# clk_divider_multi

### src/rtl/clk_div_pkg.sv
// Shared constants and channel state layout for the multi-channel clock divider.
package clk_div_pkg;

    localparam int unsigned DEFAULT_WIDTH = 32;
    localparam int unsigned MAX_CH        = 16;

    // Per-channel state at the default counter width
    typedef struct packed {
        logic [DEFAULT_WIDTH-1:0] cnt;
        logic [DEFAULT_WIDTH-1:0] active;
        logic [DEFAULT_WIDTH-1:0] pend_val;
        logic                     pend;
    } ch_state_t;

endpackage

### src/rtl/clk_div_channel.sv
// One divider channel: programmable half-period, boundary-aligned reload, phase restart.
module clk_div_channel
    import clk_div_pkg::*;
#(
    parameter int unsigned WIDTH = DEFAULT_WIDTH
) (
    input  logic             inclk,
    input  logic             reset,
    input  logic [WIDTH-1:0] div_count_i,
    input  logic             load_i,
    input  logic             ch_en_i,
    input  logic             sync_restart_i,
    output logic             outclk_o,
    output logic             outclk_not_o,
    output logic             tick_o,
    output logic             pending_o
);

    typedef struct packed {
        logic [WIDTH-1:0] cnt;
        logic [WIDTH-1:0] active;
        logic [WIDTH-1:0] pend_val;
        logic             pend;
    } chan_state_t;

    chan_state_t state_q, state_d;
    logic        outclk_q, outclk_d;
    logic        outclk_not_q, outclk_not_d;
    logic        tick_q, tick_d;
    logic        boundary;

    assign boundary = (state_q.active != '0) &&
                      (state_q.cnt == state_q.active - WIDTH'(1));

    always_comb begin
        state_d      = state_q;
        outclk_d     = outclk_q;
        outclk_not_d = outclk_not_q;
        tick_d       = 1'b0;

        if (!ch_en_i) begin
            state_d.cnt  = '0;
            outclk_d     = 1'b0;
            outclk_not_d = 1'b1;
        end else if (sync_restart_i) begin
            state_d.cnt  = '0;
            outclk_d     = 1'b0;
            outclk_not_d = 1'b1;
            // A load in the restart cycle takes effect immediately
            if (load_i) begin
                state_d.active   = div_count_i;
                state_d.pend_val = div_count_i;
                state_d.pend     = 1'b0;
            end else if (state_q.pend) begin
                state_d.active = state_q.pend_val;
                state_d.pend   = 1'b0;
            end
        end else if (state_q.active == '0) begin
            state_d.cnt  = '0;
            outclk_d     = 1'b0;
            outclk_not_d = 1'b1;
            if (state_q.pend) begin
                state_d.active = state_q.pend_val;
                state_d.pend   = 1'b0;
            end
        end else if (boundary) begin
            state_d.cnt = '0;
            if (state_q.pend && (state_q.pend_val == '0)) begin
                outclk_d     = 1'b0;
                outclk_not_d = 1'b1;
            end else begin
                outclk_d     = ~outclk_q;
                outclk_not_d = ~outclk_not_q;
                tick_d       = ~outclk_q;
            end
            if (state_q.pend) begin
                state_d.active = state_q.pend_val;
                state_d.pend   = 1'b0;
            end
        end else begin
            state_d.cnt = state_q.cnt + WIDTH'(1);
        end

        // A load not consumed by a restart waits for the next boundary
        if (load_i && !(ch_en_i && sync_restart_i)) begin
            state_d.pend_val = div_count_i;
            state_d.pend     = 1'b1;
        end
    end

    always_ff @(posedge inclk) begin
        if (reset) begin
            state_q      <= '0;
            outclk_q     <= 1'b0;
            outclk_not_q <= 1'b1;
            tick_q       <= 1'b0;
        end else begin
            state_q      <= state_d;
            outclk_q     <= outclk_d;
            outclk_not_q <= outclk_not_d;
            tick_q       <= tick_d;
        end
    end

    assign outclk_o     = outclk_q;
    assign outclk_not_o = outclk_not_q;
    assign tick_o       = tick_q;
    assign pending_o    = state_q.pend;

endmodule

### src/rtl/clk_divider_multi.sv
// Multi-channel clock divider: slices the buses and fans out restart to each channel.
module clk_divider_multi
    import clk_div_pkg::*;
#(
    parameter int unsigned NUM_CH = 4,
    parameter int unsigned WIDTH  = DEFAULT_WIDTH
) (
    input  logic                    inclk,
    input  logic                    reset,
    input  logic [NUM_CH*WIDTH-1:0] div_count,
    input  logic [NUM_CH-1:0]       load,
    input  logic [NUM_CH-1:0]       ch_en,
    input  logic                    sync_restart,
    output logic [NUM_CH-1:0]       outclk,
    output logic [NUM_CH-1:0]       outclk_not,
    output logic [NUM_CH-1:0]       tick,
    output logic [NUM_CH-1:0]       pending
);

    for (genvar c = 0; c < NUM_CH; c++) begin : g_ch
        clk_div_channel #(
            .WIDTH(WIDTH)
        ) u_ch (
            .inclk          (inclk),
            .reset          (reset),
            .div_count_i    (div_count[c*WIDTH +: WIDTH]),
            .load_i         (load[c]),
            .ch_en_i        (ch_en[c]),
            .sync_restart_i (sync_restart),
            .outclk_o       (outclk[c]),
            .outclk_not_o   (outclk_not[c]),
            .tick_o         (tick[c]),
            .pending_o      (pending[c])
        );
    end

endmodule

### config.mk
export PLATFORM = sky130hd
export DESIGN_NAME = clk_divider_multi
export DESIGN_NICKNAME = d
export VERILOG_FILES = /design/src/rtl/clk_div_pkg.sv /design/src/rtl/clk_div_channel.sv /design/src/rtl/clk_divider_multi.sv
export SDC_FILE = /design/constraint.sdc
export NUM_CORES = 1
export LEC_CHECK = 0
export CAP_MARGIN = 25
export CORE_MARGIN = 2
export CORE_UTILIZATION = 65
export DETAILED_ROUTE_END_ITERATION = 10
export PLACE_DENSITY_LB_ADDON = 0.08
export SYNTH_ARGS = -nofsm -noshare
export SYNTH_HDL_FRONTEND = slang
export SYNTH_SLANG_ARGS = --single-unit
### constraint.sdc
create_clock -name inclk -period 10.67 [get_ports inclk]
set_input_delay 2.134 -clock inclk [delete_from_list [all_inputs] [get_ports inclk]]
set_output_delay 2.134 -clock inclk [all_outputs]
set_load 0.01 [all_outputs]
# bounce_gen

<file path="src/rtl/bounce_gen_pkg.sv">
// Shared types and constants for the contact-bounce emulator.
package bounce_gen_pkg;

  typedef enum logic [1:0] {IDLE, BOUNCE, SETTLE} bounce_state_t;

  localparam logic [15:0] LFSR_SEED = 16'hACE1;
  // x^16 + x^14 + x^13 + x^11, maximal length
  localparam logic [15:0] LFSR_TAPS = 16'hB400;

endpackage

</file>
<file path="src/rtl/bounce_gen_lfsr16.sv">
// 16-bit Fibonacci LFSR, advances every cycle; a non-zero seed keeps it off the all-zero lock-up state.
module lfsr16
  import bounce_gen_pkg::*;
(
  input  logic        clk,
  input  logic        rst,
  output logic [15:0] o_q
);

  always_ff @(posedge clk or negedge rst) begin
    if (!rst) o_q <= LFSR_SEED;
    else      o_q <= {o_q[14:0], ^(o_q & LFSR_TAPS)};
  end

endmodule

</file>
<file path="src/rtl/bounce_gen.sv">
// Contact-bounce emulator: turns a clean level request into a toggle burst plus settle time, counted in i_tick pulses.
// BOUNCE_GEN_LFSR_EN selects pseudo-random segment widths in 1..BOUNCE_TICKS instead of a fixed width.
module bounce_gen
  import bounce_gen_pkg::*;
#(
  parameter int N_BOUNCES    = 2,
  parameter int BOUNCE_TICKS = 4,
  parameter int SETTLE_TICKS = 3
) (
  input  logic clk,
  input  logic rst,
  input  logic i_tick,
  input  logic i_level,
  output logic o_signal,
  output logic o_busy,
  output logic o_done
);

  localparam int SEG_W = $clog2(BOUNCE_TICKS + 1);
  localparam int TOG_W = $clog2(2 * N_BOUNCES + 2);
  localparam int SET_W = (SETTLE_TICKS > 0) ? $clog2(SETTLE_TICKS + 1) : 1;
  localparam int TOTAL = 2 * N_BOUNCES + 1;

  if (SETTLE_TICKS < 1) begin : g_bad_settle
    $error("bounce_gen: SETTLE_TICKS must be >= 1");
  end

  bounce_state_t    state, state_nx;
  logic             sig_nx, done_nx, target, target_nx;
  logic [SEG_W-1:0] seg_cnt, seg_nx, seg_width;
  logic [TOG_W-1:0] tog_cnt, tog_nx, tog_inc;
  logic [SET_W-1:0] set_cnt, set_nx;

`ifdef BOUNCE_GEN_LFSR_EN
  localparam int LW = (BOUNCE_TICKS > 1) ? $clog2(BOUNCE_TICKS) : 1;
  logic [15:0] lfsr_q;
  logic        lfsr_unused;

  lfsr16 u_lfsr (
    .clk (clk),
    .rst (rst),
    .o_q (lfsr_q)
  );

  assign seg_width   = SEG_W'(1) + SEG_W'(lfsr_q[LW-1:0] & LW'(BOUNCE_TICKS - 1));
  assign lfsr_unused = ^lfsr_q[15:LW];
`else
  assign seg_width = SEG_W'(BOUNCE_TICKS);
`endif

  always_comb begin
    state_nx  = state;
    sig_nx    = o_signal;
    target_nx = target;
    seg_nx    = seg_cnt;
    tog_nx    = tog_cnt;
    set_nx    = set_cnt;
    done_nx   = 1'b0;
    tog_inc   = tog_cnt + TOG_W'(1);
    case (state)
      IDLE: begin
        // Ticks on the starting edge are ignored: this edge only loads counters.
        if (i_level != o_signal) begin
          target_nx = i_level;
          sig_nx    = ~o_signal;
          tog_nx    = TOG_W'(1);
          seg_nx    = seg_width;
          if (TOTAL == 1) begin
            set_nx   = SET_W'(SETTLE_TICKS);
            state_nx = SETTLE;
          end else begin
            state_nx = BOUNCE;
          end
        end
      end
      BOUNCE: begin
        if (i_tick) begin
          if (seg_cnt == SEG_W'(1)) begin
            tog_nx = tog_inc;
            if (tog_inc == TOG_W'(TOTAL)) begin
              // Odd toggle count lands on the target; drive it explicitly.
              sig_nx   = target;
              set_nx   = SET_W'(SETTLE_TICKS);
              state_nx = SETTLE;
            end else begin
              sig_nx = ~o_signal;
              seg_nx = seg_width;
            end
          end else begin
            seg_nx = seg_cnt - SEG_W'(1);
          end
        end
      end
      SETTLE: begin
        if (i_tick) begin
          if (set_cnt == SET_W'(1)) begin
            done_nx  = 1'b1;
            state_nx = IDLE;
          end else begin
            set_nx = set_cnt - SET_W'(1);
          end
        end
      end
      default: state_nx = IDLE;
    endcase
  end

  always_ff @(posedge clk or negedge rst) begin
    if (!rst) begin
      state    <= IDLE;
      o_signal <= 1'b0;
      o_busy   <= 1'b0;
      o_done   <= 1'b0;
      target   <= 1'b0;
      seg_cnt  <= '0;
      tog_cnt  <= '0;
      set_cnt  <= '0;
    end else begin
      state    <= state_nx;
      o_signal <= sig_nx;
      o_busy   <= (state_nx != IDLE);
      o_done   <= done_nx;
      target   <= target_nx;
      seg_cnt  <= seg_nx;
      tog_cnt  <= tog_nx;
      set_cnt  <= set_nx;
    end
  end

endmodule

</file>
<file path="config.mk">
export PLATFORM = sky130hd
export DESIGN_NAME = bounce_gen
export DESIGN_NICKNAME = d
export VERILOG_FILES = /design/src/rtl/bounce_gen_pkg.sv /design/src/rtl/bounce_gen_lfsr16.sv /design/src/rtl/bounce_gen.sv
export SDC_FILE = /design/constraint.sdc
export NUM_CORES = 1
export LEC_CHECK = 0
export CAP_MARGIN = 10
export CORE_MARGIN = 2
export CORE_UTILIZATION = 55
export DETAILED_ROUTE_END_ITERATION = 12
export GPL_ROUTABILITY_DRIVEN = 0
export PLACE_DENSITY = 0.76
export SETUP_SLACK_MARGIN = 0.02
export SLEW_MARGIN = 20
export SYNTH_ARGS = -nofsm -noshare
export SYNTH_HDL_FRONTEND = slang
export SYNTH_SLANG_ARGS = --single-unit
export TNS_END_PERCENT = 100
</file>
<file path="constraint.sdc">
create_clock -name clk -period 2.2 [get_ports clk]
set_clock_uncertainty 0.1 [all_clocks]
set_input_delay 0.22 -clock clk [delete_from_list [all_inputs] [get_ports clk]]
set_output_delay 0.22 -clock clk [all_outputs]
set_load 0.1 [all_outputs]
</file>
# if_stage

## src/rtl/if_stage_pkg.sv

```systemverilog
// if_stage_pkg: shared constants and FSM encoding for the instruction-fetch stage.
package if_stage_pkg;
  localparam logic [31:0] NOP_INSTR = 32'h0000_0013;
  typedef enum logic [1:0] {IF_BOOT = 2'd0, IF_RUN = 2'd1, IF_TRAP = 2'd2} if_state_e;
endpackage

```

## src/rtl/fetch_fifo.sv

```systemverilog
// fetch_fifo: circular FIFO with occupancy count; flush wins over push and pop.
module fetch_fifo #(
  parameter int WIDTH = 32,
  parameter int DEPTH = 2
) (
  input  logic                       clk,
  input  logic                       rst,
  input  logic                       push,
  input  logic                       pop,
  input  logic                       flush,
  input  logic [WIDTH-1:0]           wdata,
  output logic [WIDTH-1:0]           rdata,
  output logic [$clog2(DEPTH+1)-1:0] count,
  output logic                       full,
  output logic                       empty
);
  localparam int PW = DEPTH > 1 ? $clog2(DEPTH) : 1;
  localparam int CW = $clog2(DEPTH + 1);
  logic [WIDTH-1:0] mem [DEPTH];
  logic [PW-1:0] wp, rp;
  logic do_push, do_pop;
  function automatic logic [PW-1:0] nxt(input logic [PW-1:0] p);
    return p == PW'(DEPTH - 1) ? '0 : p + 1'b1;
  endfunction
  assign full = count == CW'(DEPTH);
  assign empty = count == '0;
  assign do_pop = pop && !empty;
  assign do_push = push && (!full || do_pop);
  assign rdata = mem[rp];
  always_ff @(posedge clk or negedge rst)
    if (!rst) begin
      wp <= '0;
      rp <= '0;
      count <= '0;
    end else if (flush) begin
      wp <= '0;
      rp <= '0;
      count <= '0;
    end else begin
      wp <= do_push ? nxt(wp) : wp;
      rp <= do_pop ? nxt(rp) : rp;
      count <= count + CW'(do_push) - CW'(do_pop);
    end
  always_ff @(posedge clk)
    if (do_push && !flush) mem[wp] <= wdata;
endmodule

```

## src/rtl/if_stage.sv

```systemverilog
// if_stage: fetch PC, credit-limited imem issue, in-order tag queue, redirect discard, decode output register.
// Optional IF_MISALIGN_TRAP_EN: misaligned redirect targets park the stage in TRAP with fetch_misaligned.
module if_stage
  import if_stage_pkg::*;
#(
  parameter int                   WORD_SIZE  = 32,
  parameter int                   ADDR_SIZE  = 10,
  parameter logic [WORD_SIZE-1:0] RESET_PC   = '0,
  parameter int                   FIFO_DEPTH = 2
) (
  input  logic                 clk,
  input  logic                 rst,
  input  logic                 stall,
  input  logic                 redirect,
  input  logic [WORD_SIZE-1:0] redirect_pc,
  output logic                 imem_req,
  output logic [ADDR_SIZE-1:0] imem_addr,
  input  logic                 imem_gnt,
  input  logic                 imem_rvalid,
  input  logic [WORD_SIZE-1:0] imem_rdata,
  output logic [WORD_SIZE-1:0] instr,
  output logic [WORD_SIZE-1:0] pc_out,
  output logic [WORD_SIZE-1:0] pc_plus4,
  output logic                 instr_valid
`ifdef IF_MISALIGN_TRAP_EN
  ,
  output logic                 fetch_misaligned
`endif
);
  localparam int CW = $clog2(FIFO_DEPTH + 1);
  localparam logic [WORD_SIZE-1:0] NOP = WORD_SIZE'(NOP_INSTR);
  if_state_e state;
  logic [WORD_SIZE-1:0] fetch_pc, tgt, tag_pc, head_pc, head_instr;
  logic [2*WORD_SIZE-1:0] head;
  logic [CW-1:0] outstanding, buf_count, discard;
  logic [CW:0] used;
  logic tag_full, tag_empty, buf_full, buf_empty;
  logic transfer, drop, push_buf, pop_buf, misaligned;
`ifdef IF_MISALIGN_TRAP_EN
  assign misaligned = |redirect_pc[1:0];
  assign fetch_misaligned = state == IF_TRAP;
`else
  assign misaligned = 1'b0;
`endif
  assign tgt = redirect_pc & ~WORD_SIZE'(3);
  assign imem_addr = fetch_pc[ADDR_SIZE+1:2];
  assign pc_plus4 = pc_out + WORD_SIZE'(4);
  assign {head_pc, head_instr} = head;
  assign pop_buf = !redirect && !stall && !buf_empty;
  // a head popped this edge frees its slot, which keeps zero-wait fetch at one per cycle
  assign used = (CW+1)'(outstanding) + (CW+1)'(buf_count) - (CW+1)'(pop_buf);
  assign imem_req = state == IF_RUN && !redirect && used < (CW+1)'(FIFO_DEPTH);
  assign transfer = imem_req && imem_gnt;
  assign drop = imem_rvalid && (redirect || discard != '0);
  assign push_buf = imem_rvalid && !drop;
  fetch_fifo #(.WIDTH(WORD_SIZE), .DEPTH(FIFO_DEPTH)) u_tags (
    .clk(clk), .rst(rst), .push(transfer), .pop(imem_rvalid), .flush(1'b0),
    .wdata(fetch_pc), .rdata(tag_pc), .count(outstanding), .full(tag_full), .empty(tag_empty)
  );
  fetch_fifo #(.WIDTH(2*WORD_SIZE), .DEPTH(FIFO_DEPTH)) u_buf (
    .clk(clk), .rst(rst), .push(push_buf), .pop(pop_buf), .flush(redirect),
    .wdata({tag_pc, imem_rdata}), .rdata(head), .count(buf_count), .full(buf_full), .empty(buf_empty)
  );
  always_ff @(posedge clk or negedge rst)
    if (!rst) begin
      state <= IF_BOOT;
      fetch_pc <= RESET_PC;
      discard <= '0;
      instr <= NOP;
      pc_out <= RESET_PC;
      instr_valid <= 1'b0;
    end else begin
      state <= redirect ? (misaligned ? IF_TRAP : IF_RUN) : (state == IF_TRAP ? IF_TRAP : IF_RUN);
      fetch_pc <= redirect ? tgt : transfer ? fetch_pc + WORD_SIZE'(4) : fetch_pc;
      // every request still in flight after a redirect belongs to the old path
      discard <= redirect ? outstanding - CW'(imem_rvalid)
               : (imem_rvalid && discard != '0) ? discard - 1'b1 : discard;
      if (redirect || !stall) begin
        instr <= pop_buf ? head_instr : NOP;
        pc_out <= pop_buf ? head_pc : pc_out;
        instr_valid <= pop_buf;
      end
    end
  assert property (@(posedge clk) disable iff (!rst) !(push_buf && buf_full && !pop_buf));
  assert property (@(posedge clk) disable iff (!rst) !(imem_rvalid && tag_empty));
  assert property (@(posedge clk) disable iff (!rst) !(transfer && tag_full && !imem_rvalid));
endmodule

```

## config.mk

```make
export PLATFORM = sky130hd
export DESIGN_NAME = if_stage
export DESIGN_NICKNAME = d
export VERILOG_FILES = /design/src/rtl/if_stage_pkg.sv /design/src/rtl/fetch_fifo.sv /design/src/rtl/if_stage.sv
export SDC_FILE = /design/constraint.sdc
export NUM_CORES = 1
export LEC_CHECK = 0
export CAP_MARGIN = 10
export CORE_AREA = 4 4 153 185
export CTS_CLUSTER_SIZE = 40
export DETAILED_ROUTE_END_ITERATION = 8
export DIE_AREA = 0 0 157 189
export GPL_TIMING_DRIVEN = 0
export PLACE_DENSITY = 0.75
export SLEW_MARGIN = 20
export SYNTH_ARGS = -nofsm -noshare
export SYNTH_HDL_FRONTEND = slang
export SYNTH_SLANG_ARGS = --single-unit
```

## constraint.sdc

```tcl
create_clock -name clk -period 14.5 [get_ports clk]
set_clock_uncertainty 0.1 [all_clocks]
set_input_delay 2.175 -clock clk [delete_from_list [all_inputs] [get_ports clk]]
set_output_delay 2.175 -clock clk [all_outputs]
set_load 0.01 [all_outputs]
```

# adder_seq_ctrl

===== src/rtl/adder_seq_pkg.sv =====
// adder_seq_pkg: shared constants and types for the sequential slice adder.
//   SLICE_W   : width of one adder slice (the shared 16-bit adder)
//   state_e   : controller FSM states
//   idx_width : width needed for a slice index over nslice slices
package adder_seq_pkg;

  localparam int SLICE_W = 16;

  typedef enum logic [1:0] {
    ST_IDLE = 2'd0,
    ST_CALC = 2'd1,
    ST_DONE = 2'd2
  } state_e;

  // A single-slice build still needs a 1-bit index register.
  function automatic int idx_width(input int nslice);
    return (nslice <= 1) ? 1 : $clog2(nslice);
  endfunction

endpackage


===== src/rtl/adder16.sv =====
// adder16: purely combinational 16-bit adder, one slice of the sequential adder.
// Ports:
//   c_in  : carry into bit 0
//   A, B  : 16-bit operands
//   sum   : 16-bit result
//   c_out : carry out of bit 15
module adder16
  import adder_seq_pkg::*;
(
  input  logic               c_in,
  input  logic [SLICE_W-1:0] A,
  input  logic [SLICE_W-1:0] B,
  output logic [SLICE_W-1:0] sum,
  output logic               c_out
);

  assign {c_out, sum} = {1'b0, A} + {1'b0, B} + {{SLICE_W{1'b0}}, c_in};

endmodule


===== src/rtl/adder_seq_ctrl.sv =====
// adder_seq_ctrl: W-bit adder built from one shared 16-bit adder, stepped over
// NSLICE cycles least-significant slice first, with a valid/ready handshake on
// both request and response sides.
//
// Optional feature macro: ADDER_SEQ_ADD_SUB_EN adds the sub port (subtract).
//
// Ports:
//   clk       : sole clock, rising edge
//   rst       : synchronous active-high reset
//   req_valid : request present          req_ready : block can accept (IDLE)
//   A, B      : W-bit operands           c_in      : carry into slice 0
//   sub       : subtract select (only with ADDER_SEQ_ADD_SUB_EN)
//   rsp_valid : result valid (DONE)      rsp_ready : consumer takes result
//   sum       : W-bit result
//   c_out     : carry out of bit W-1     overflow  : signed overflow
//
// state | meaning
// ------+-------------------------------------------------------------
// IDLE  | waiting for a request, req_ready=1
// CALC  | adding slice idx per edge, carry held in carry_q
// DONE  | result held, rsp_valid=1, waits for rsp_ready
module adder_seq_ctrl
  import adder_seq_pkg::*;
#(
  parameter  int NSLICE = 4,
  localparam int W      = SLICE_W * NSLICE
) (
  input  logic         clk,
  input  logic         rst,
  input  logic         req_valid,
  output logic         req_ready,
  input  logic [W-1:0] A,
  input  logic [W-1:0] B,
  input  logic         c_in,
`ifdef ADDER_SEQ_ADD_SUB_EN
  input  logic         sub,
`endif
  output logic         rsp_valid,
  input  logic         rsp_ready,
  output logic [W-1:0] sum,
  output logic         c_out,
  output logic         overflow
);

  localparam int IW = idx_width(NSLICE);

  localparam logic [1:0] S_IDLE = ST_IDLE;
  localparam logic [1:0] S_CALC = ST_CALC;
  localparam logic [1:0] S_DONE = ST_DONE;

  localparam logic [IW-1:0] LAST_IDX = IW'(NSLICE - 1);

  logic [1:0]         state;
  logic [IW-1:0]      idx;
  logic               carry_q;
  logic [W-1:0]       a_q;
  logic [W-1:0]       b_q;
  logic [W-1:0]       sum_q;
  logic               c_out_q;
  logic               ovf_q;

  logic [SLICE_W-1:0] slice_a;
  logic [SLICE_W-1:0] slice_b;
  logic [SLICE_W-1:0] slice_sum;
  logic               slice_carry;
  logic               accept_cin;

`ifdef ADDER_SEQ_ADD_SUB_EN
  logic sub_q;

  // Subtraction is A + ~B + 1: the forced carry replaces c_in.
  assign accept_cin = sub ? 1'b1 : c_in;
  assign slice_b    = sub_q ? ~b_q[idx*SLICE_W +: SLICE_W]
                            :  b_q[idx*SLICE_W +: SLICE_W];

  always_ff @(posedge clk) begin
    if (rst) begin
      sub_q <= 1'b0;
    end else if (state == S_IDLE && req_valid) begin
      sub_q <= sub;
    end
  end
`else
  assign accept_cin = c_in;
  assign slice_b    = b_q[idx*SLICE_W +: SLICE_W];
`endif

  assign slice_a = a_q[idx*SLICE_W +: SLICE_W];

  adder16 u_adder16 (
    .c_in  (carry_q),
    .A     (slice_a),
    .B     (slice_b),
    .sum   (slice_sum),
    .c_out (slice_carry)
  );

  always_ff @(posedge clk) begin
    if (rst) begin
      state   <= S_IDLE;
      idx     <= '0;
      carry_q <= 1'b0;
      a_q     <= '0;
      b_q     <= '0;
      sum_q   <= '0;
      c_out_q <= 1'b0;
      ovf_q   <= 1'b0;
    end else begin
      case (state)
        S_IDLE: begin
          if (req_valid) begin
            a_q     <= A;
            b_q     <= B;
            carry_q <= accept_cin;
            idx     <= '0;
            state   <= S_CALC;
          end
        end
        S_CALC: begin
          sum_q[idx*SLICE_W +: SLICE_W] <= slice_sum;
          carry_q <= slice_carry;
          if (idx == LAST_IDX) begin
            idx     <= '0;
            c_out_q <= slice_carry;
            // Top-slice operand MSBs agree but the result sign differs.
            ovf_q   <= (slice_a[SLICE_W-1] == slice_b[SLICE_W-1]) &&
                       (slice_sum[SLICE_W-1] != slice_a[SLICE_W-1]);
            state   <= S_DONE;
          end else begin
            idx <= idx + 1'b1;
          end
        end
        S_DONE: begin
          // The leaving edge returns to IDLE only; acceptance waits an edge.
          if (rsp_ready) begin
            state <= S_IDLE;
          end
        end
        default: state <= S_IDLE;
      endcase
    end
  end

  assign req_ready = (state == S_IDLE);
  assign rsp_valid = (state == S_DONE);
  assign sum       = sum_q;
  assign c_out     = c_out_q;
  assign overflow  = ovf_q;

endmodule


===== config.mk =====
export PLATFORM = sky130hd
export DESIGN_NAME = adder_seq_ctrl
export DESIGN_NICKNAME = d
export VERILOG_FILES = /design/src/rtl/adder_seq_pkg.sv /design/src/rtl/adder16.sv /design/src/rtl/adder_seq_ctrl.sv
export SDC_FILE = /design/constraint.sdc
export NUM_CORES = 1
export LEC_CHECK = 0
export ABC_AREA = 0
export CAP_MARGIN = 15
export CORE_AREA = 2 2 130 132
export DETAILED_ROUTE_END_ITERATION = 12
export DIE_AREA = 0 0 132 134
export HOLD_SLACK_MARGIN = 0.1
export PLACE_DENSITY = 0.84
export REMOVE_ABC_BUFFERS = 1
export SYNTH_ARGS = -nofsm -noshare
export SYNTH_HDL_FRONTEND = slang
export SYNTH_HIERARCHICAL = 1
export SYNTH_SLANG_ARGS = --single-unit
export TNS_END_PERCENT = 10

===== constraint.sdc =====
create_clock -name clk -period 8.55 [get_ports clk]
set_input_delay 1.71 -clock clk [delete_from_list [all_inputs] [get_ports clk]]
set_output_delay 1.71 -clock clk [all_outputs]
set_load 0.1 [all_outputs]

adder_seq_ctrl/registers.png
The bar under the picture is 50 microns long.
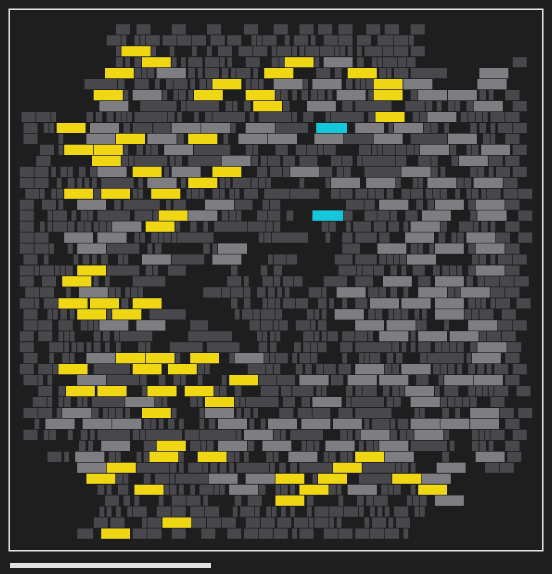
legend:
  yellow:
    netlist_name: b_q
    flops: 64
  cyan:
    netlist_name: idx
    flops: 2
Seq/total area: 35.5%
sequential power: 0.995 mW
Final Util: 69.0%

==> results_dict.tcl, adder_seq_ctrl <==
# metrics dict for downstream scripts
set metrics [dict create \
    hold_viol 0 \
    cts_resized 0 \
    top_layer "met4" \
    hp-start "sum[27]$_SDFFE_PP0P_" \
    cts_setup_buffers 0 \
    clkbuf_count 20 \
    met3_wirelength_microns 1410 \
    skew_ns 0.00896 \
    place_hpwl_microns 15400 \
    dpl_cell_area_sq_mm 0.0107 \
    whs_ns 0.448 \
    busiest_layer "met2" \
    numPortBuffers 200 \
    ys_seq_share_pct 46.1 \
    ys_top_cells_by_count "317 x nand2_1, 199 x dfxtp_1, 195 x a21oi_1" \
    tap_cells 220 \
    route.detailed.drc 0 \
    worst_slew_pin_slew_ns 1.02 \
    seq_area_sq_mm 0.00399 \
    fin_area_sq_mm 0.0112 \
    synthAdderAreaFrac_pct 3.36 \
    synthFlopType "dfxtp_1" \
    core-area_sq_mm 0.0163 \
    grtUsageTotal_pct 25.2 \
    p_leak_nw 4.02 \
    r2r-start "idx[1]$_SDFFE_PP0P_" \
    dieArea_sq_mm 0.0177 \
    inv_count 7 \
    tritoncts "built" \
    run_status "complete, no violations" \
    die_h_microns 134 \
    cap_viol_max_count 0 \
    root_buffer "clkbuf_16" \
    drtIter0Drc 538 \
    cp.arrival_ns 4.52 \
    num_vias 7960 \
    place_inst 1378 \
    path_delay_family "AND-OR/OR-AND gates" \
    use_met2_pct 42.5 \
    final_layout_top_logic_cells "317 x nand2_1, 199 x clkdlybuf4s50_1, 197 x dfxtp_1" \
    synth_flops 199 \
    relSlewSlack_pct 31.9 \
    initial_core_util_pct 53.0 \
    gr-usage-met1_pct 31.8 \
    synthXorXnorAreaFrac_pct 1.01 \
    final_cells 1409 \
    top_cells_by_area "dfxtp_1 46%, nand2_1 14%, a21oi_1 11%" \
    critPathRequiredTime_ns 8.90 \
    wl_per_cell_microns 15.9 \
    antenna_found_initial 0 \
    warnings 31 \
    boundaryPins 201 \
    viasPerCell 5.65 \
]
[adder_seq_ctrl: where the power goes]
part           switching, mW  internal, mW
Clock                  0.345         0.415
Sequential            0.0263         0.969
Combinational          0.198         0.144
Total                  0.569          1.53
[adder_seq_ctrl: flip-flops by register name (all words and copies together) (netlist names)]
signal	count
a_q	64
b_q	64
sum	64
idx	2
state	2
c_out	1
carry_q	1
overflow	1
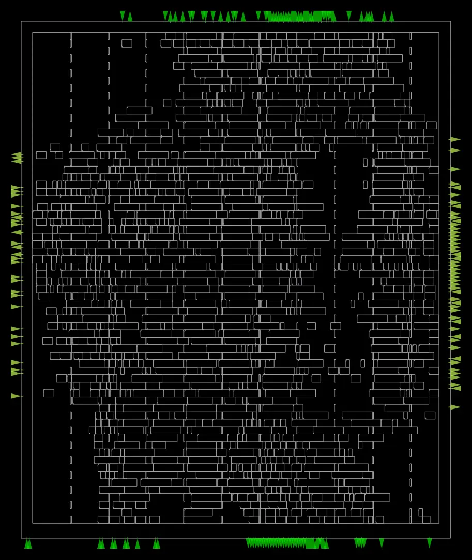
if_stage/final_placement.png
Seq/total area: 54.4%
row count: 66
Final Util: 56.2%

==> results_dict.tcl, if_stage <==
# metrics dict for downstream scripts
set metrics [dict create \
    nFlopsAndLatches 289 \
    yosys.area.top_type_share_pct 47.0 \
    relSlewSlack_pct 45.2 \
    warnings 29 \
    synthAdderAreaFrac_pct 1.23 \
    synth_flops 289 \
    buffers 237 \
    fin_crit_ns 8.32 \
    buf_share_pct 14.1 \
    timing.reg2reg.setup_slack_ns 9.62 \
    ys_sh_mux_pct 8.24 \
    largest_class "sequential cells" \
    ant_nets 0 \
    core-area_sq_mm 0.0267 \
    layout.nets 1154 \
    boundaryPins 178 \
    holdCritPathClass "reg2reg" \
    hp-start "instr_valid$_DFFE_PN0N_" \
    route.final.wire_length_microns 25400 \
    largest_register "u_buf.mem" \
    run_status "complete, no violations" \
    post-place-ws_ns 6.21 \
]
## if_stage: power breakdown
| group | internal, mW | switching, mW | leakage, nW |
|---|---|---|---|
| combinational | 0.318 | 0.288 | 1.96 |
| sequential | 1.01 | 0.110 | 3.00 |
| clock | 0.410 | 0.290 | 0.443 |
## if_stage: metal layers
layer,share of wire (%),vias to the layer above,wire length [microns]
met2,53,176,13600
li1,-,3497,-
met1,40,3574,10200
met5,0,-,0
met4,1.9,0,494
met3,4.3,37,1100
bounce_gen/clock_map.png
The bar under the picture is 10 microns long.
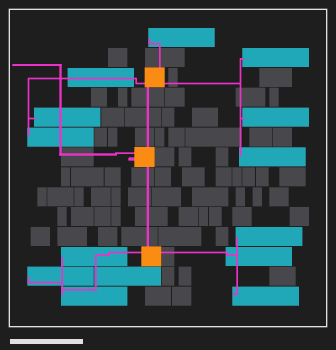
legend:
  cyan:
    item: flip-flops
    count: 14
  orange:
    item: cells driving clock nets
    count: 3
  magenta:
    item: clock wires
    length: 167 microns
flops lie: spread over the die
routed clock nets: 4

bounce_gen/drive_strength.png
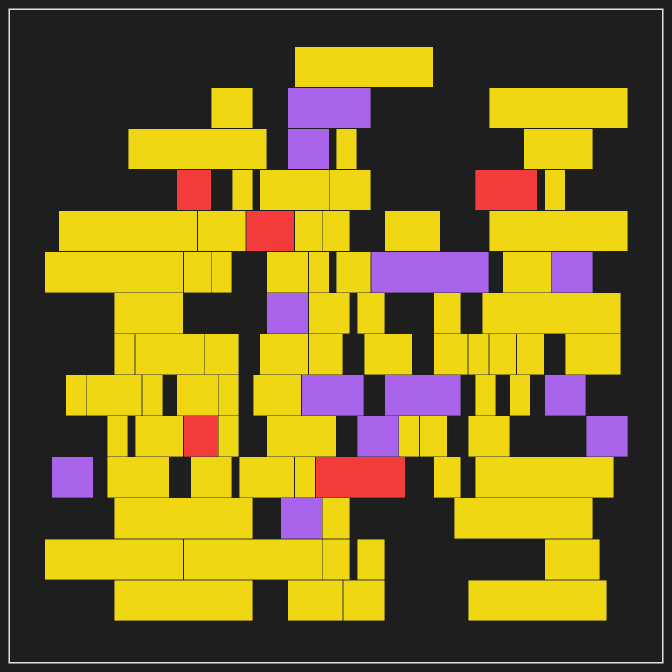
legend:
  red:
    size: drive 2
    cells: 5
    share: 5.6%
  purple:
    size: drive 3 to 4
    cells: 12
    share: 13%
  yellow:
    size: drive 1 or less
    cells: 72
    share: 81%
Area Overhead vs Synth: 10.2%
Post-Layout Inst Area: 932 sq um
number of non-clock buffers: 8
Setup WS post-layout: 0.333 ns

==> results_dict.tcl, bounce_gen <==
# metrics dict for downstream scripts
set metrics [dict create \
    top_regs "seg_cnt (3), tog_cnt (3)" \
    insertion_delay_ns 0.27 \
    tritoncts "built" \
    num_vias 606 \
    run_status "complete, no violations" \
    r2r-start "seg_cnt[1]$_DFFE_PN0P_" \
    busiest_layer "met2" \
    crit_chain "inv_1 > ha_1 > nor2b_2 > and2b_1 > nor2_2 > mux2_1" \
    reg2regPathDepth 6 \
    yosys.area.top_type_share_pct 41.4 \
    initial_core_util_pct 57.5 \
    num_rows 14 \
    seq_cell_power_mw 0.452 \
    relSlewSlack_pct 59.5 \
    fin_crit_ns 1.87 \
    worst_setup_path_end_kind "flip-flop" \
    numPortBuffers 6 \
    syn_nets 90 \
    ir_worst_vdd_mv 1.01 \
    met3_wirelength_microns 41 \
    crit_cells 6 \
    hold_viol 0 \
    cp_max_fo 6 \
    path_delay_family "simple AND/OR/NAND/NOR gates" \
    clock_tree_area_fraction_pct 2.42 \
    seq_area_sq_um 350 \
    wl_per_cell_microns 13.2 \
    cts_resized 0 \
    power_density_mw_per_mm2 1390 \
    warnings 28 \
    drtIter0Drc 9 \
    dieArea_sq_mm 0.00187 \
    post-place-ws_ns 0.343 \
    synthAoiAreaFrac_pct 17.8 \
    drive_above_1_share_pct 19.1 \
    r2r_end "tog_cnt[0]$_DFFE_PN0P_" \
    power_leader "combinational logic" \
    slowest_stage "dfrtp_1" \
    clk_pin_slew_ns 0.07 \
    drt_pass1_iterations 4 \
    final_cells 105 \
    hold_buffers 0 \
    route.detailed.drc 0 \
    h-tree-depth 1 \
    postSynth.asyncResetShare_pct 100 \
    finalSetupTns_ns 0 \
]
[bounce_gen: synth_stat cells (all sizes together), types with 2 or more instances]
| library cell | count |
|---|---|
| a21oi | 2 |
| nand3 | 2 |
| buf | 3 |
| nand2 | 5 |
| dfrtp | 14 |
| nor2b | 2 |
| nand2b | 3 |
| ha | 5 |
| o21ai | 5 |
| xor2 | 2 |
| a21o | 3 |
| mux2 | 3 |
| and3 | 2 |
| nor2 | 4 |
| nor3 | 3 |
| inv | 8 |
| nand3b | 2 |
clk_divider_multi/clock_map.png
The bar under the picture is 50 microns long.
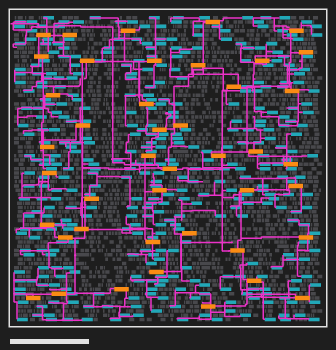
legend:
  magenta:
    item: clock wires
    length: 5170 microns
  cyan:
    item: flip-flops
    count: 400
  orange:
    item: cells driving clock nets
    count: 43
flops lie: spread over the die

==> results_dict.tcl, clk_divider_multi <==
# metrics dict for downstream scripts
set metrics [dict create \
    drt_pass1_iterations 6 \
    overflow 0 \
    run_status "complete, no violations" \
    place_inst 3494 \
    power_frac_seq_pct 39.5 \
    busiest_layer "met2" \
    seq_cell_power_mw 1.66 \
    netlist_area_sq_mm 0.0248 \
    numCtsBuffers 43 \
    hold_buffers 0 \
    drive_above_1_share_pct 4.93 \
    met3_usage_pct 4.84 \
    hold_viol 0 \
    r2r-start "g_ch[2].u_ch.state_q[42]$_SDFFE_PP0P_" \
    route.met2.wl_microns 30200 \
    relSlewSlack_pct 28.9 \
    postSynth.asyncResetShare_pct 0 \
    grt_pass1_wl_microns 106000 \
    dieArea_sq_mm 0.0398 \
    tritoncts "built" \
    cts_buffer_depth 3 \
    drtIter0Drc 1390 \
    hold_depth 1 \
    worst_slew_pin_slew_ns 1.07 \
    fmax_ghz 0.213 \
]
## clk_divider_multi: flip-flops by register name, indices dropped and copies added (netlist names)
name                    flops
g_ch.u_ch.outclk_not_o      4
g_ch.u_ch.outclk_o          4
g_ch.u_ch.pending_o         4
g_ch.u_ch.state_q         384
g_ch.u_ch.tick_o            4
## clk_divider_multi: cell type report
cell class / count / share of cell area, %
Multi-Input combinational cell: 2370 / 56.4
Antenna cell: 2 / 0.0181
Clock buffer: 64 / 4.72
Inverter: 31 / 0.420
Clock inverter: 14 / 0.506
Tap cell: 511 / 2.31
Timing Repair Buffer: 184 / 6.66
Sequential cell: 400 / 29.0

# alu_frame_ctrl

alu_frame_ctrl/final_placement.png
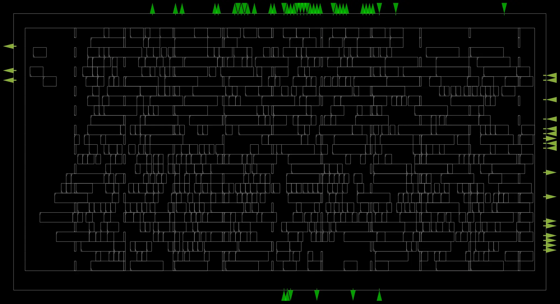
alu_frame_ctrl/registers.png
The bar under the picture is 50 microns long.
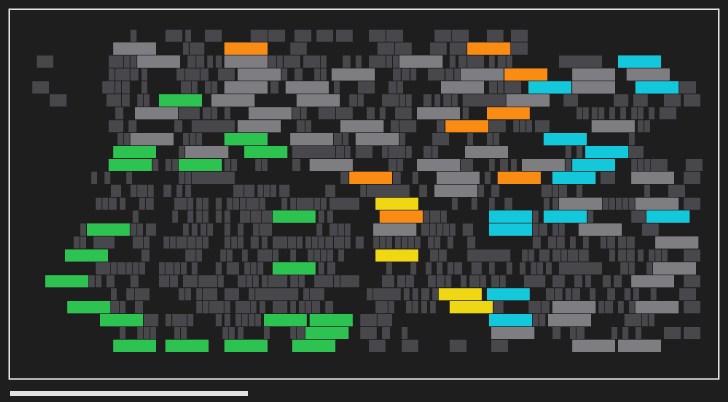
**config.mk**
```make
export PLATFORM = sky130hd
export DESIGN_NAME = alu_frame_ctrl
export DESIGN_NICKNAME = d
export VERILOG_FILES = /design/src/rtl/alu_frame_pkg.sv /design/src/rtl/rx_gap_timer.sv /design/src/rtl/alu_frame_ctrl.sv
export SDC_FILE = /design/constraint.sdc
export NUM_CORES = 1
export LEC_CHECK = 0
export ABC_AREA = 1
export CAP_MARGIN = 10
export CORE_ASPECT_RATIO = 0.5
export CORE_MARGIN = 3
export CORE_UTILIZATION = 45
export DETAILED_ROUTE_END_ITERATION = 7
export GPL_ROUTABILITY_DRIVEN = 0
export PLACE_DENSITY = 0.68
export SETUP_SLACK_MARGIN = 0.2
export SKIP_LAST_GASP = 1
export SYNTH_ARGS = -nofsm -noshare
export SYNTH_HDL_FRONTEND = slang
export SYNTH_SLANG_ARGS = --single-unit
```
**constraint.sdc**
```tcl
create_clock -name clk -period 4.6 [get_ports clk]
set_clock_uncertainty 0.2 [all_clocks]
set_input_delay 0.46 -clock clk [delete_from_list [all_inputs] [get_ports clk]]
set_output_delay 0.46 -clock clk [all_outputs]
set_load 0.02 [all_outputs]
```
**src/rtl/alu_frame_pkg.sv**
```systemverilog
// Shared definitions for the framed ALU command sequencer.
// ALU_FRAME_CHECKSUM_EN selects 5-byte requests / 4-byte responses with a trailing XOR checksum.
package alu_frame_pkg;

    typedef logic [3:0] state_t;

    localparam state_t ST_IDLE      = 4'd0;
    localparam state_t ST_GET_OP    = 4'd1;
    localparam state_t ST_GET_A     = 4'd2;
    localparam state_t ST_GET_B     = 4'd3;
    localparam state_t ST_GET_CHK   = 4'd4;
    localparam state_t ST_EXEC      = 4'd5;
    localparam state_t ST_LOAD      = 4'd6;
    localparam state_t ST_SEND      = 4'd7;
    localparam state_t ST_WAIT_DONE = 4'd8;

    localparam logic [7:0] ERR_CHK = 8'h01;
    localparam logic [7:0] ERR_OP  = 8'h02;

`ifdef ALU_FRAME_CHECKSUM_EN
    localparam int RESP_LEN = 4;
`else
    localparam int RESP_LEN = 3;
`endif

    function automatic logic [7:0] sat_inc(input logic [7:0] v);
        return (v == 8'hFF) ? v : v + 8'd1;
    endfunction

endpackage

```
**src/rtl/rx_gap_timer.sv**
```systemverilog
// Inter-byte gap counter: counts while enabled, holds at TIMEOUT_CYC-1 and flags expire there.
module rx_gap_timer #(
    parameter int TIMEOUT_CYC = 1_000_000
) (
    input  logic clk,
    input  logic reset,
    input  logic clear,
    input  logic enable,
    output logic expire
);

    localparam int CNT_W = (TIMEOUT_CYC > 2) ? $clog2(TIMEOUT_CYC) : 1;

    logic [CNT_W-1:0] cnt;

    assign expire = (cnt == CNT_W'(TIMEOUT_CYC - 1));

    always_ff @(posedge clk or posedge reset) begin
        if (reset) begin
            cnt <= '0;
        end else if (clear) begin
            cnt <= '0;
        end else if (enable && !expire) begin
            cnt <= cnt + 1'b1;
        end
    end

endmodule

```
**src/rtl/alu_frame_ctrl.sv**
```systemverilog
// Framed-command sequencer between RX FIFO, ALU and uart_tx.
// Define ALU_FRAME_CHECKSUM_EN to require/emit the trailing XOR checksum byte.
module alu_frame_ctrl
    import alu_frame_pkg::*;
#(
    parameter int                  NB_DATA     = 8,
    parameter int                  NB_OP       = NB_DATA - 2,
    parameter logic [NB_DATA-1:0]  SOF         = 8'hA5,
    parameter logic [NB_DATA-1:0]  ACK         = 8'h5A,
    parameter logic [NB_DATA-1:0]  NAK         = 8'hEE,
    parameter int                  TIMEOUT_CYC = 1_000_000
) (
    input  logic               clk,
    input  logic               reset,
    input  logic               rx_empty,
    input  logic [NB_DATA-1:0] rx_data,
    output logic               rx_rd,
    input  logic               tx_done_tick,
    output logic               tx_start,
    output logic [NB_DATA-1:0] tx_data,
    output logic [NB_OP-1:0]   alu_op,
    output logic [NB_DATA-1:0] alu_a,
    output logic [NB_DATA-1:0] alu_b,
    input  logic [NB_DATA-1:0] alu_result,
    input  logic               alu_carry,
    input  logic               alu_zero,
    output logic               busy,
    output logic [7:0]         err_cnt
);

    localparam int IDX_W = $clog2(RESP_LEN);

    state_t             state;
    logic [NB_DATA-1:0] op_q, a_q, b_q;
    logic [NB_DATA-1:0] result_q, flags_q, code_q;
    logic               nak_q;
    logic [IDX_W-1:0]   idx;
    logic [NB_DATA-1:0] resp_q    [RESP_LEN];
    logic [NB_DATA-1:0] resp_next [RESP_LEN];
    logic               in_get, op_bad, chk_bad, timeout_hit, gap_expire;
`ifdef ALU_FRAME_CHECKSUM_EN
    logic [NB_DATA-1:0] chk_q;
`endif

    assign in_get   = (state == ST_GET_OP) || (state == ST_GET_A) ||
                      (state == ST_GET_B)  || (state == ST_GET_CHK);
    // Popping is suppressed during reset so the FIFO is never drained by a held reset
    assign rx_rd    = !reset && ((state == ST_IDLE) || in_get) && !rx_empty;
    assign tx_start = (state == ST_SEND);
    assign busy     = (state != ST_IDLE);
    assign alu_op   = op_q[NB_OP-1:0];
    assign alu_a    = a_q;
    assign alu_b    = b_q;

    assign timeout_hit = in_get && rx_empty && gap_expire;
    assign op_bad      = (op_q[NB_DATA-1:NB_OP] != '0);
`ifdef ALU_FRAME_CHECKSUM_EN
    assign chk_bad     = (chk_q != (op_q ^ a_q ^ b_q));
`else
    assign chk_bad     = 1'b0;
`endif

    rx_gap_timer #(
        .TIMEOUT_CYC(TIMEOUT_CYC)
    ) u_gap_timer (
        .clk    (clk),
        .reset  (reset),
        .clear  (!in_get || rx_rd),
        .enable (in_get && rx_empty),
        .expire (gap_expire)
    );

    always_comb begin
        resp_next[0] = nak_q ? NAK : ACK;
        resp_next[1] = nak_q ? code_q : result_q;
        resp_next[2] = nak_q ? '0 : flags_q;
`ifdef ALU_FRAME_CHECKSUM_EN
        resp_next[3] = resp_next[0] ^ resp_next[1] ^ resp_next[2];
`endif
    end

    always_ff @(posedge clk or posedge reset) begin
        if (reset) begin
            state    <= ST_IDLE;
            op_q     <= '0;
            a_q      <= '0;
            b_q      <= '0;
            result_q <= '0;
            flags_q  <= '0;
            code_q   <= '0;
            nak_q    <= 1'b0;
            idx      <= '0;
            tx_data  <= '0;
            err_cnt  <= '0;
`ifdef ALU_FRAME_CHECKSUM_EN
            chk_q    <= '0;
`endif
            for (int i = 0; i < RESP_LEN; i++) resp_q[i] <= '0;
        end else begin
            case (state)
                ST_IDLE: begin
                    if (!rx_empty && rx_data == SOF) state <= ST_GET_OP;
                end
                ST_GET_OP: begin
                    if (!rx_empty) begin
                        op_q  <= rx_data;
                        state <= ST_GET_A;
                    end
                end
                ST_GET_A: begin
                    if (!rx_empty) begin
                        a_q   <= rx_data;
                        state <= ST_GET_B;
                    end
                end
                ST_GET_B: begin
                    if (!rx_empty) begin
                        b_q   <= rx_data;
`ifdef ALU_FRAME_CHECKSUM_EN
                        state <= ST_GET_CHK;
`else
                        state <= ST_EXEC;
`endif
                    end
                end
`ifdef ALU_FRAME_CHECKSUM_EN
                ST_GET_CHK: begin
                    if (!rx_empty) begin
                        chk_q <= rx_data;
                        state <= ST_EXEC;
                    end
                end
`endif
                // Opcode errors take priority over checksum errors
                ST_EXEC: begin
                    result_q <= alu_result;
                    flags_q  <= {{(NB_DATA-2){1'b0}}, alu_carry, alu_zero};
                    nak_q    <= op_bad || chk_bad;
                    code_q   <= op_bad ? NB_DATA'(ERR_OP) : NB_DATA'(ERR_CHK);
                    if (op_bad || chk_bad) err_cnt <= sat_inc(err_cnt);
                    state    <= ST_LOAD;
                end
                ST_LOAD: begin
                    for (int i = 0; i < RESP_LEN; i++) resp_q[i] <= resp_next[i];
                    tx_data <= resp_next[0];
                    idx     <= '0;
                    state   <= ST_SEND;
                end
                ST_SEND: begin
                    state <= ST_WAIT_DONE;
                end
                ST_WAIT_DONE: begin
                    if (tx_done_tick) begin
                        if (idx == IDX_W'(RESP_LEN - 1)) begin
                            state <= ST_IDLE;
                        end else begin
                            idx     <= idx + 1'b1;
                            tx_data <= resp_q[idx + 1'b1];
                            state   <= ST_SEND;
                        end
                    end
                end
                default: state <= ST_IDLE;
            endcase
            // A stalled frame is dropped silently; only the error counter records it
            if (timeout_hit) begin
                state   <= ST_IDLE;
                err_cnt <= sat_inc(err_cnt);
            end
        end
    end

endmodule

```
==> results_dict.tcl <==
# metrics dict for downstream scripts
set metrics [dict create \
    route.detailed.drc 0 \
    layout.nets 668 \
    grt_setup_unrepaired "false" \
    synthCells 585 \
    worstHoldEndpoint "tx_data[6]$_DFFE_PP0P_" \
    hold_depth 2 \
    endpoint "rx_rd" \
    buf_share_pct 11.3 \
    grt_pass1_vias 3588 \
    clk_pin_slew_ns 0.06 \
    cap_viol_max_count 0 \
    yosysUniqueCellTypes 37 \
    logic_area_sq_mm 0.00201 \
    synthAoiAreaFrac_pct 9.36 \
    die-width_microns 149 \
    drtIter0Drc 279 \
    place_inst 767 \
    worst_slack_ns 1.92 \
    yosysTopAreaCell "dfrtp_1" \
    final_layout_top_logic_cells "208 x nand2_1, 91 x dfrtp_1, 62 x clkdlybuf4s50_1" \
    setup-violations-final 0 \
    run_status "complete, no violations" \
    ir_worst_vdd_mv 0.179 \
    cp_max_fo 5 \
    p_leak_nw 2.66 \
    route.final.wire_length_microns 10300 \
    worst_setup_path_end_kind "output pin" \
    fmax_ghz 0.373 \
    ys_sh_simple_pct 30.6 \
    place_hpwl_microns 7460 \
    ys_top_cells_by_count "208 x nand2_1, 91 x dfrtp_1, 51 x nor2_1" \
    maxSlewViolCount 0 \
    postSynth.asyncResetShare_pct 100 \
    tritoncts "built" \
    critical_path_class "reg2out" \
    drive_above_1_share_pct 6.02 \
    initial_core_util_pct 47.4 \
    warnings 26 \
    ys_seq_share_pct 49.5 \
    slowest_stage "clkdlybuf4s50_1" \
    slowest_delay_ns 0.64 \
    post-place-ws_ns 2.00 \
    inv_count 55 \
    cts_setup_buffers 0 \
    holdCritPathClass "reg2reg" \
    critPathRequiredTime_ns 3.94 \
    nMultiInputCombCells 423 \
    top_regs "u_gap_timer.cnt (20), resp_q (13)" \
    path_delay_family "buffers and inverters" \
    ys_cells 585 \
    relSlewSlack_pct 34.6 \
    largest_reg_flops 20 \
    comb_share_pct 36.1 \
    fin_crit_sh_pct 58.2 \
    cp.arrival_ns 2.02 \
    cp_num_buf_inv 1 \
    buffers 63 \
    reg2regPathDepth 8 \
    wl_per_cell_microns 13.2 \
    layout_top_cell "nand2_1" \
]
Notes on alu_frame_ctrl/final_placement.png above:
Filler cells: 891
non-filler instance count after layout: 783
flop count: 91

Notes on alu_frame_ctrl/registers.png above:
legend:
  green:
    netlist_name: u_gap_timer.cnt
    flops: 20
  yellow:
    netlist_name: state
    flops: 4
    where: south
  cyan:
    netlist_name: resp_q
    flops: 13
  orange:
    netlist_name: op_q
    flops: 8
not colored: 46
sequential power: 1.20 mW
Seq/total area: 40.9%
Reg area: 0.00228 sq mm

[per-layer routing]
| metal | track usage [%] | share of wire, % | up-vias |
|---|---|---|---|
| met4 | 4.84 | 1.1 | 0 |
| met2 | 29.8 | 45 | 87 |
| met3 | 4.55 | 4.7 | 13 |
| li1 | - | - | 1990 |
| met1 | 26.6 | 49 | 1774 |
| met5 | 0 | 0 | - |
[where the power goes]
group	internal (mW)	switching [mW]	total (mW)
Clock	0.367	0.301	0.668
Combinational	0.417	0.599	1.02
Sequential	1.04	0.154	1.20


## Gallery

Register map, names as in the netlist.
Plate I
The bar under the picture is 50 microns long.
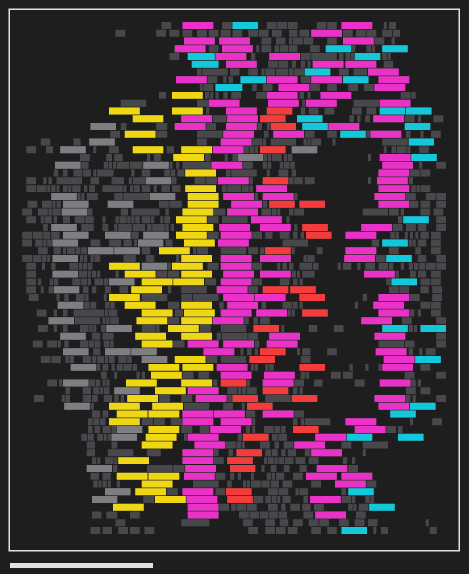
Plate II
The bar under the picture is 50 microns long.
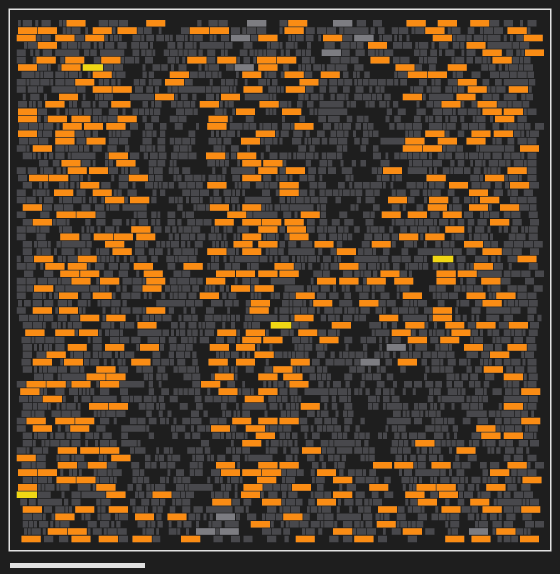
Plate III
The bar under the picture is 10 microns long.
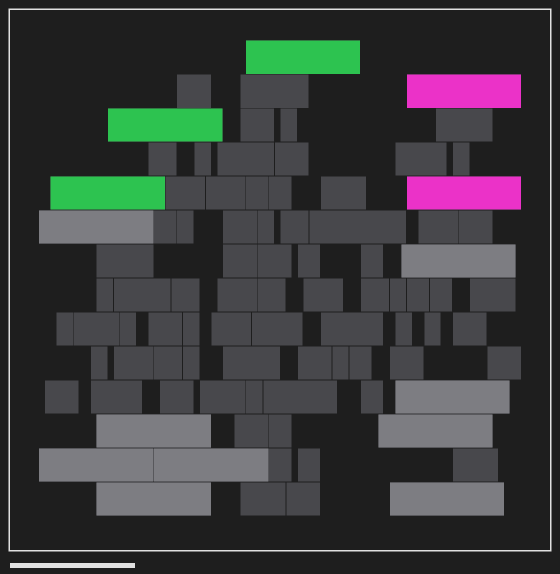
- fewest cells: Plate III
- smallest die: Plate III
| from | picture |
|---|---|
| bounce_gen | Plate III |
| if_stage | Plate I |
| clk_divider_multi | Plate II |

Key to Plate II:
legend:
  yellow:
    netlist_name: g_ch.u_ch.pending_o
    flops: 4
  orange:
    netlist_name: g_ch.u_ch.state_q
    flops: 384
    where: spread over the die

Power and IR drop assume default switching activity.
